=== design 1 ===
===== config.mk =====
export PLATFORM = sky130hd
export DESIGN_NAME = pipe_hazard_ctrl
export DESIGN_NICKNAME = d
export VERILOG_FILES = /design/src/rtl/pipe_hazard_ctrl.sv
export SDC_FILE = /design/constraint.sdc
export NUM_CORES = 1
export LEC_CHECK = 0
export CORE_ASPECT_RATIO = 0.9
export CORE_MARGIN = 2
export CORE_UTILIZATION = 50
export CTS_BUF_LIST = sky130_fd_sc_hd__clkbuf_16
export DETAILED_ROUTE_END_ITERATION = 8
export GPL_ROUTABILITY_DRIVEN = 0
export HOLD_SLACK_MARGIN = 0.03
export PLACE_DENSITY = 0.82
export SLEW_MARGIN = 25
export SYNTH_ARGS = -nofsm -noshare
export SYNTH_HDL_FRONTEND = slang
export SYNTH_SLANG_ARGS = --single-unit

===== constraint.sdc =====
create_clock -name clk_i -period 5.28 [get_ports clk_i]
set_clock_uncertainty 0.2 [all_clocks]
set_input_delay 0.528 -clock clk_i [delete_from_list [all_inputs] [get_ports clk_i]]
set_output_delay 0.528 -clock clk_i [all_outputs]
set_load 0.005 [all_outputs]

===== src/rtl/pipe_hazard_ctrl.sv =====
// Pipeline sequencing controller: stall, bubble, flush and back-end hold
// decisions, memory-wait watchdog and saturating stall/flush counters.
module pipe_hazard_ctrl #(
    parameter int MEM_TIMEOUT = 16,
    parameter int CNT_W       = 16
) (
    input  logic             clk_i,
    input  logic             rst_i,
    input  logic             start_i,
    input  logic             IDEX_MemRead_i,
    input  logic [4:0]       IDEX_Rd_i,
    input  logic [4:0]       IFID_Rs1_i,
    input  logic [4:0]       IFID_Rs2_i,
    input  logic             Branch_taken_i,
    input  logic             Mem_req_i,
    input  logic             Mem_ack_i,
    output logic             PC_Write_o,
    output logic             IFID_Write_o,
    output logic             IFID_Flush_o,
    output logic             IDEX_Bubble_o,
    output logic             Pipe_Hold_o,
    output logic             Err_o,
    output logic [CNT_W-1:0] Stall_cnt_o,
    output logic [CNT_W-1:0] Flush_cnt_o
);

    localparam int WCW = $clog2(MEM_TIMEOUT + 1);

    typedef enum logic [1:0] {
        S_IDLE,
        S_RUN,
        S_WAIT,
        S_ERR
    } state_t;

    state_t           state_q, state_d;
    logic [WCW-1:0]   wait_q, wait_d;
    logic [CNT_W-1:0] stall_q, stall_d;
    logic [CNT_W-1:0] flush_q, flush_d;
    logic             load_use;
    logic             held;
    logic             active;

    assign load_use = IDEX_MemRead_i && (IDEX_Rd_i != 5'd0) &&
                      ((IDEX_Rd_i == IFID_Rs1_i) ||
                       (IDEX_Rd_i == IFID_Rs2_i));
    assign active   = (state_q == S_RUN) || (state_q == S_WAIT);

    // Next state, watchdog and zero-latency hazard outputs.
    always_comb begin
        state_d       = state_q;
        wait_d        = wait_q;
        held          = 1'b0;
        PC_Write_o    = 1'b0;
        IFID_Write_o  = 1'b0;
        IFID_Flush_o  = 1'b0;
        IDEX_Bubble_o = 1'b0;
        Pipe_Hold_o   = 1'b0;
        unique case (state_q)
            S_IDLE: begin
                IDEX_Bubble_o = 1'b1;
                if (start_i) state_d = S_RUN;
            end
            S_RUN: begin
                held = Mem_req_i && !Mem_ack_i;
                if (held) begin
                    state_d = S_WAIT;
                    wait_d  = WCW'(1);
                end else if (!start_i) begin
                    state_d = S_IDLE;
                end
            end
            S_WAIT: begin
                held = !Mem_ack_i;
                if (Mem_ack_i) begin
                    state_d = S_RUN;
                    wait_d  = '0;
                end else if (wait_q == WCW'(MEM_TIMEOUT - 1)) begin
                    state_d = S_ERR;
                end else begin
                    wait_d = wait_q + WCW'(1);
                end
            end
            S_ERR: begin
                IDEX_Bubble_o = 1'b1;
                Pipe_Hold_o   = 1'b1;
            end
        endcase
        // A pending memory access masks load-use and branch until release.
        if (active) begin
            if (held) begin
                Pipe_Hold_o = 1'b1;
            end else if (load_use) begin
                IDEX_Bubble_o = 1'b1;
            end else if (Branch_taken_i) begin
                PC_Write_o   = 1'b1;
                IFID_Write_o = 1'b1;
                IFID_Flush_o = 1'b1;
            end else begin
                PC_Write_o   = 1'b1;
                IFID_Write_o = 1'b1;
            end
        end
    end

    // Saturating performance counters.
    always_comb begin
        stall_d = stall_q;
        flush_d = flush_q;
        if (active && !PC_Write_o && (stall_q != '1))
            stall_d = stall_q + CNT_W'(1);
        if (IFID_Flush_o && (flush_q != '1))
            flush_d = flush_q + CNT_W'(1);
    end

    // State registers with synchronous active-low reset.
    always_ff @(posedge clk_i) begin
        if (!rst_i) begin
            state_q <= S_IDLE;
            wait_q  <= '0;
            stall_q <= '0;
            flush_q <= '0;
        end else begin
            state_q <= state_d;
            wait_q  <= wait_d;
            stall_q <= stall_d;
            flush_q <= flush_d;
        end
    end

    assign Err_o       = (state_q == S_ERR);
    assign Stall_cnt_o = stall_q;
    assign Flush_cnt_o = flush_q;

endmodule


=== design 2 ===
==> src/rtl/page_sched_pkg.sv <==
// Shared types and constants for the ping-pong NAND page read scheduler.
package page_sched_pkg;

  localparam int PAGE_AW = 24;

  typedef enum logic [1:0] {
    IDLE,
    CHECK,
    RUN,
    FINISH
  } top_state_t;

  typedef enum logic [1:0] {
    BANK_EMPTY,
    BANK_FULL,
    BANK_DRAINING
  } bank_state_t;

endpackage

==> src/rtl/pp_bank_ctrl.sv <==
// One ping-pong bank: EMPTY -> FULL (filled) -> DRAINING (tx started) -> EMPTY (tx done).
module pp_bank_ctrl
  import page_sched_pkg::*;
(
  input  logic        clk,
  input  logic        rst,
  input  logic        clear,
  input  logic        fill_done,
  input  logic        drain_start,
  input  logic        drain_done,
  output bank_state_t state
);

  bank_state_t state_next;

  always_comb begin
    state_next = state;
    if (clear) begin
      state_next = BANK_EMPTY;
    end else begin
      case (state)
        BANK_EMPTY:    if (fill_done)   state_next = BANK_FULL;
        BANK_FULL:     if (drain_start) state_next = BANK_DRAINING;
        BANK_DRAINING: if (drain_done)  state_next = BANK_EMPTY;
        default:                        state_next = BANK_EMPTY;
      endcase
    end
  end

  always_ff @(posedge clk or negedge rst) begin
    if (!rst) state <= BANK_EMPTY;
    else      state <= state_next;
  end

endmodule

==> src/rtl/page_read_sched.sv <==
// Schedules NAND page reads into two ping-pong banks and hands full banks to the UART drain side.
// Optional read watchdog is built only when READ_TIMEOUT_EN is defined.
module page_read_sched
  import page_sched_pkg::*;
#(
  parameter int TIMEOUT_CYCLES = 1048576
) (
  input  logic               clk,
  input  logic               rst,
  input  logic               start,
  input  logic [PAGE_AW-1:0] start_page,
  input  logic [PAGE_AW-1:0] end_page,
  input  logic               abort,
  output logic               en_read,
  output logic [PAGE_AW-1:0] read_addr,
  input  logic               end_read,
  output logic               change_ram,
  output logic               tx_start,
  output logic               tx_bank,
  input  logic               tx_done,
  output logic               busy,
  output logic               done,
  output logic               err
);

  top_state_t  state, state_next;
  bank_state_t bank_state [2];

  // One extra bit so end_page = all-ones ends without wrapping.
  logic [PAGE_AW:0] cur_page, last_page;
  logic en_read_reg, change_ram_reg, drain_sel, done_reg, err_reg;
  logic timeout_hit, abort_now, range_bad, pages_left;
  logic fill_ack, drain_go, drain_ack, all_idle, drain_phase;

  assign range_bad   = cur_page > last_page;
  assign pages_left  = cur_page <= last_page;
  assign abort_now   = (state != IDLE) && (abort || timeout_hit);
  assign drain_phase = (state == RUN) || (state == FINISH);
  assign fill_ack    = (state == RUN) && en_read_reg && end_read && !abort_now;
  assign drain_go    = drain_phase && (bank_state[drain_sel] == BANK_FULL) && !abort_now;
  assign drain_ack   = drain_phase && (bank_state[drain_sel] == BANK_DRAINING) && tx_done && !abort_now;
  assign all_idle    = !pages_left && !en_read_reg &&
                       (bank_state[0] == BANK_EMPTY) && (bank_state[1] == BANK_EMPTY);

`ifdef READ_TIMEOUT_EN
  localparam int TW = $clog2(TIMEOUT_CYCLES + 1);
  logic [TW-1:0] wait_cnt;

  always_ff @(posedge clk or negedge rst) begin
    if (!rst)                         wait_cnt <= '0;
    else if (!en_read_reg || end_read) wait_cnt <= '0;
    else                              wait_cnt <= wait_cnt + 1'b1;
  end

  assign timeout_hit = en_read_reg && !end_read && (wait_cnt == TW'(TIMEOUT_CYCLES - 1));
`else
  // No watchdog: the request waits for end_read indefinitely.
  assign timeout_hit = (TIMEOUT_CYCLES < 0);
`endif

  always_ff @(posedge clk or negedge rst) begin
    if (!rst) state <= IDLE;
    else      state <= state_next;
  end

  always_comb begin
    state_next = state;
    case (state)
      IDLE:    if (start) state_next = CHECK;
      CHECK:   state_next = (abort_now || range_bad) ? IDLE : RUN;
      RUN:     if (abort_now) state_next = IDLE;
               else if (all_idle) state_next = FINISH;
      FINISH:  state_next = IDLE;
      default: state_next = IDLE;
    endcase
  end

  always_comb begin
    busy       = (state != IDLE);
    tx_start   = drain_go;
    tx_bank    = drain_sel;
    en_read    = en_read_reg;
    read_addr  = cur_page[PAGE_AW-1:0];
    change_ram = change_ram_reg;
    done       = done_reg;
    err        = err_reg;
  end

  always_ff @(posedge clk or negedge rst) begin
    if (!rst) begin
      cur_page       <= '0;
      last_page      <= '0;
      en_read_reg    <= 1'b0;
      change_ram_reg <= 1'b0;
      drain_sel      <= 1'b0;
      done_reg       <= 1'b0;
      err_reg        <= 1'b0;
    end else begin
      done_reg <= 1'b0;
      err_reg  <= 1'b0;
      if (state == IDLE && start) begin
        cur_page  <= {1'b0, start_page};
        last_page <= {1'b0, end_page};
      end
      if (abort_now) begin
        en_read_reg <= 1'b0;
        err_reg     <= 1'b0 | 1'b1;
      end else begin
        if (state == CHECK) begin
          change_ram_reg <= 1'b0;
          drain_sel      <= 1'b0;
          if (range_bad) err_reg <= 1'b1;
          else           en_read_reg <= 1'b1;
        end
        // Fill side: one cycle gap after each page so the next bank is re-evaluated.
        if (fill_ack) begin
          en_read_reg    <= 1'b0;
          cur_page       <= cur_page + 1'b1;
          change_ram_reg <= ~change_ram_reg;
        end else if (state == RUN && !en_read_reg && pages_left &&
                     bank_state[change_ram_reg] == BANK_EMPTY) begin
          en_read_reg <= 1'b1;
        end
        if (drain_ack) drain_sel <= ~drain_sel;
        if (state == FINISH) done_reg <= 1'b1;
      end
    end
  end

  for (genvar gi = 0; gi < 2; gi++) begin : g_bank
    pp_bank_ctrl u_bank (
      .clk         (clk),
      .rst         (rst),
      .clear       (abort_now || state == CHECK),
      .fill_done   (fill_ack && (change_ram_reg == 1'(gi))),
      .drain_start (drain_go && (drain_sel == 1'(gi))),
      .drain_done  (drain_ack && (drain_sel == 1'(gi))),
      .state       (bank_state[gi])
    );
  end

endmodule

==> config.mk <==
export PLATFORM = sky130hd
export DESIGN_NAME = page_read_sched
export DESIGN_NICKNAME = d
export VERILOG_FILES = /design/src/rtl/page_sched_pkg.sv /design/src/rtl/pp_bank_ctrl.sv /design/src/rtl/page_read_sched.sv
export SDC_FILE = /design/constraint.sdc
export NUM_CORES = 1
export LEC_CHECK = 0
export ABC_AREA = 1
export CORE_ASPECT_RATIO = 0.7
export CORE_UTILIZATION = 25
export CTS_BUF_LIST = sky130_fd_sc_hd__clkbuf_16
export CTS_CLUSTER_DIAMETER = 150
export DETAILED_ROUTE_END_ITERATION = 8
export PLACE_DENSITY = 0.57
export REMOVE_ABC_BUFFERS = 1
export SLEW_MARGIN = 30
export SYNTH_ARGS = -nofsm -noshare
export SYNTH_HDL_FRONTEND = slang
export SYNTH_SLANG_ARGS = --single-unit
==> constraint.sdc <==
create_clock -name clk -period 1.8 [get_ports clk]
set_input_delay 0.36 -clock clk [delete_from_list [all_inputs] [get_ports clk]]
set_output_delay 0.36 -clock clk [all_outputs]
set_load 0.02 [all_outputs]
### M2 wires, design 1

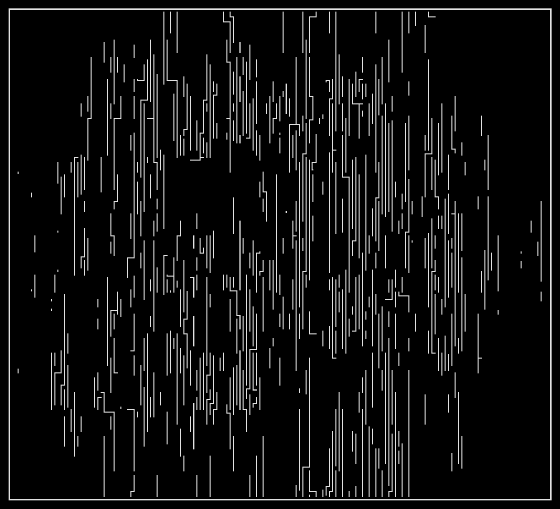
longest straight run = 20.4 um
main direction = vertical

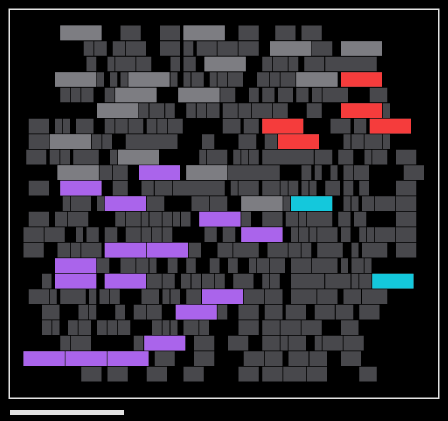
*Sequential cells coloured by netlist name, design 1*
The bar under the picture is 20 um long.
`Flush_cnt_o` -> purple  # flops 16
`state_q` -> cyan  # flops 2
`wait_q` -> red  # flops 5
not coloured = 16

==> flow_summary.json, design 1 <==
{
  "outcome": "complete, no violations",
  "grt-ovfl-total": 0,
  "clock_power_mw": 0.297,
  "signal_buffers": 59,
  "clockBufferDepth": 2,
  "period_used_pct": 64.8,
  "synth-area-yosys_mm2": 0.00227,
  "crit_top_cell": "clkdlybuf4s50_1",
  "worst-r2r-cell-count": 8,
  "cts-hold-fix-buffers": 0,
  "drc": 0,
  "required_ns": 4.55,
  "pwr-share-seq_pct": 44.3,
  "setup_ws_ns": 1.86,
  "p_int_mw": 0.510,
  "r2r-start": "state_q[1]$_SDFFE_PN0P_",
  "ys_sh_mux_pct": 1.76
}
design 1: metal layers:
metal / track usage, % / part of all wire, % / up-vias
met5: 0 / 0 / -
met4: 6.47 / 1.6 / 0
met3: 5.89 / 4.6 / 10
met2: 34.3 / 48 / 51
met1: 30.6 / 46 / 1045
li1: - / - / 1135
design 1: cells in the mapped netlist, types with 8 or more instances:
cell	n
or4_1	8
nor2_1	20
nand2_1	21
o31ai_1	10
a21oi_1	22
xor2_1	14
or3_1	14
dfxtp_1	39
o21ai_0	18
nand3_1	21
inv_1	10
ha_1	9
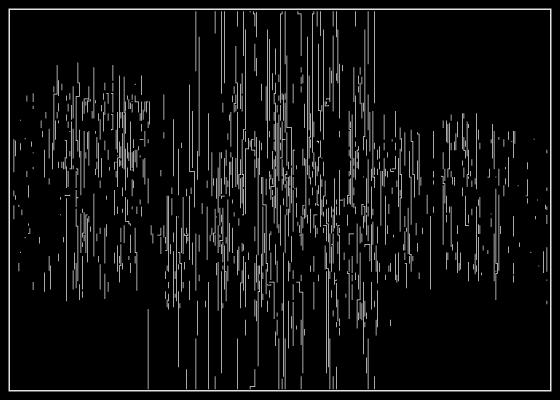
*M2 wires, design 2*
wire length on this layer = 5090 um
main direction = vertical
share of all routed wire = 42%
nets with wire on the layer = 606

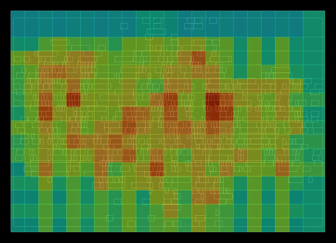
*Congestion heat map, design 2*
utilization after layout: 37.3%
met2 usage: 22.2%
grt met1 use: 21.9%

==> flow_summary.json, design 2 <==
{
  "switching_share_pct": 43.4,
  "drive_gt1_share_pct": 16.8,
  "clk_latency_ns": 0.34,
  "common_cells": "nand2_1 (179), inv_1 (69), dfrtp_1 (60)",
  "combGateArea_mm2": 0.00218,
  "ys_sh_xor_pct": 3.60,
  "viasPerCell": 4.31,
  "final_common_cell": "nand2_1",
  "clk_share_pct": 5.60,
  "first_iter_violations": 156,
  "p_int_mw": 5.67,
  "p_leak_nw": 2.87,
  "largest_class": "combinational gates",
  "maxCapViolations": 0,
  "hold_viol": 0,
  "outcome": "complete, no violations",
  "crit_end": "read_addr[6]",
  "rsz0062_at_grt": "true",
  "tns_ns": 0,
  "inv_count": 74,
  "antenna_found_initial": 0,
  "syn_to_final_growth_pct": 42.7,
  "ir_worst_vdd_uv": 590,
  "path_class": "flop to primary output",
  "signal_buffers": 146,
  "design_area_mm2": 0.00590,
  "p_switching_mw": 4.34,
  "power_density_mw_per_mm2": 1700,
  "std_cell_rows": 38,
  "io_pins": 85,
  "power_mw": 10.0,
  "buffer_area_share_pct": 22.6,
  "grt_pass1_wl_um": 19600,
  "core_util_floorplan_pct": 26.1,
  "die_width_um": 156,
  "dp_worst_setup_slack_ns": -0.342,
  "synth-area-yosys_mm2": 0.00413,
  "edf_count": 0,
  "ys_sh_mux_pct": 0,
  "synthSimpleGateAreaFrac_pct": 28.1,
  "rrSetupSlack_ns": 0.05,
  "crit_chain": "buf_4 > clkdlybuf4s50_1",
  "flop_cell": "dfrtp_1",
  "cp.depth": 2
}
==> design 2: repair_timing <==
action                                  4_1_cts  5_1_grt
hold buffers                                  0        0
gates resized                                24       30
pin swaps                                     1       10
endpoints found under the setup margin       21       16
buffers inserted                              0        3
==> design 2: layer usage <==
layer  vias up  share of wire [%]  track usage, %
met5         -                  0               0
met4         0               0.33            3.36
met1      1816                 52            21.9
li1       2027                  -               -
met3         6                5.3            3.51
met2        92                 42            22.2


==> layout pictures side by side <==
Signal wires on met3.
image #1
The bar under the picture is 50 um long.
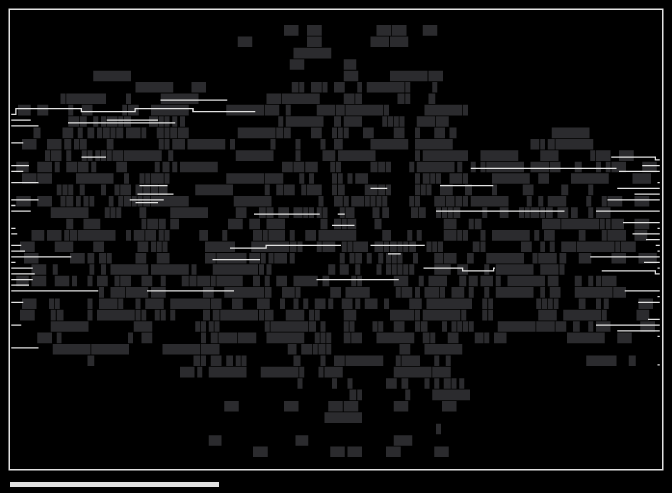
image #2
The bar under the picture is 20 um long.
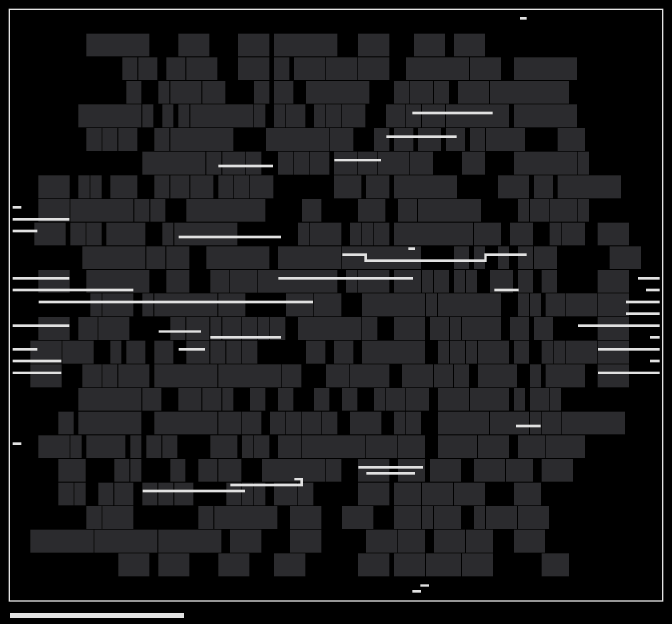
| from | picture |
|---|---|
| design 1 | image #2 |
| design 2 | image #1 |
The one with the largest die is image #1.

Power figures rest on the tool's default switching activity, not on a simulated workload.
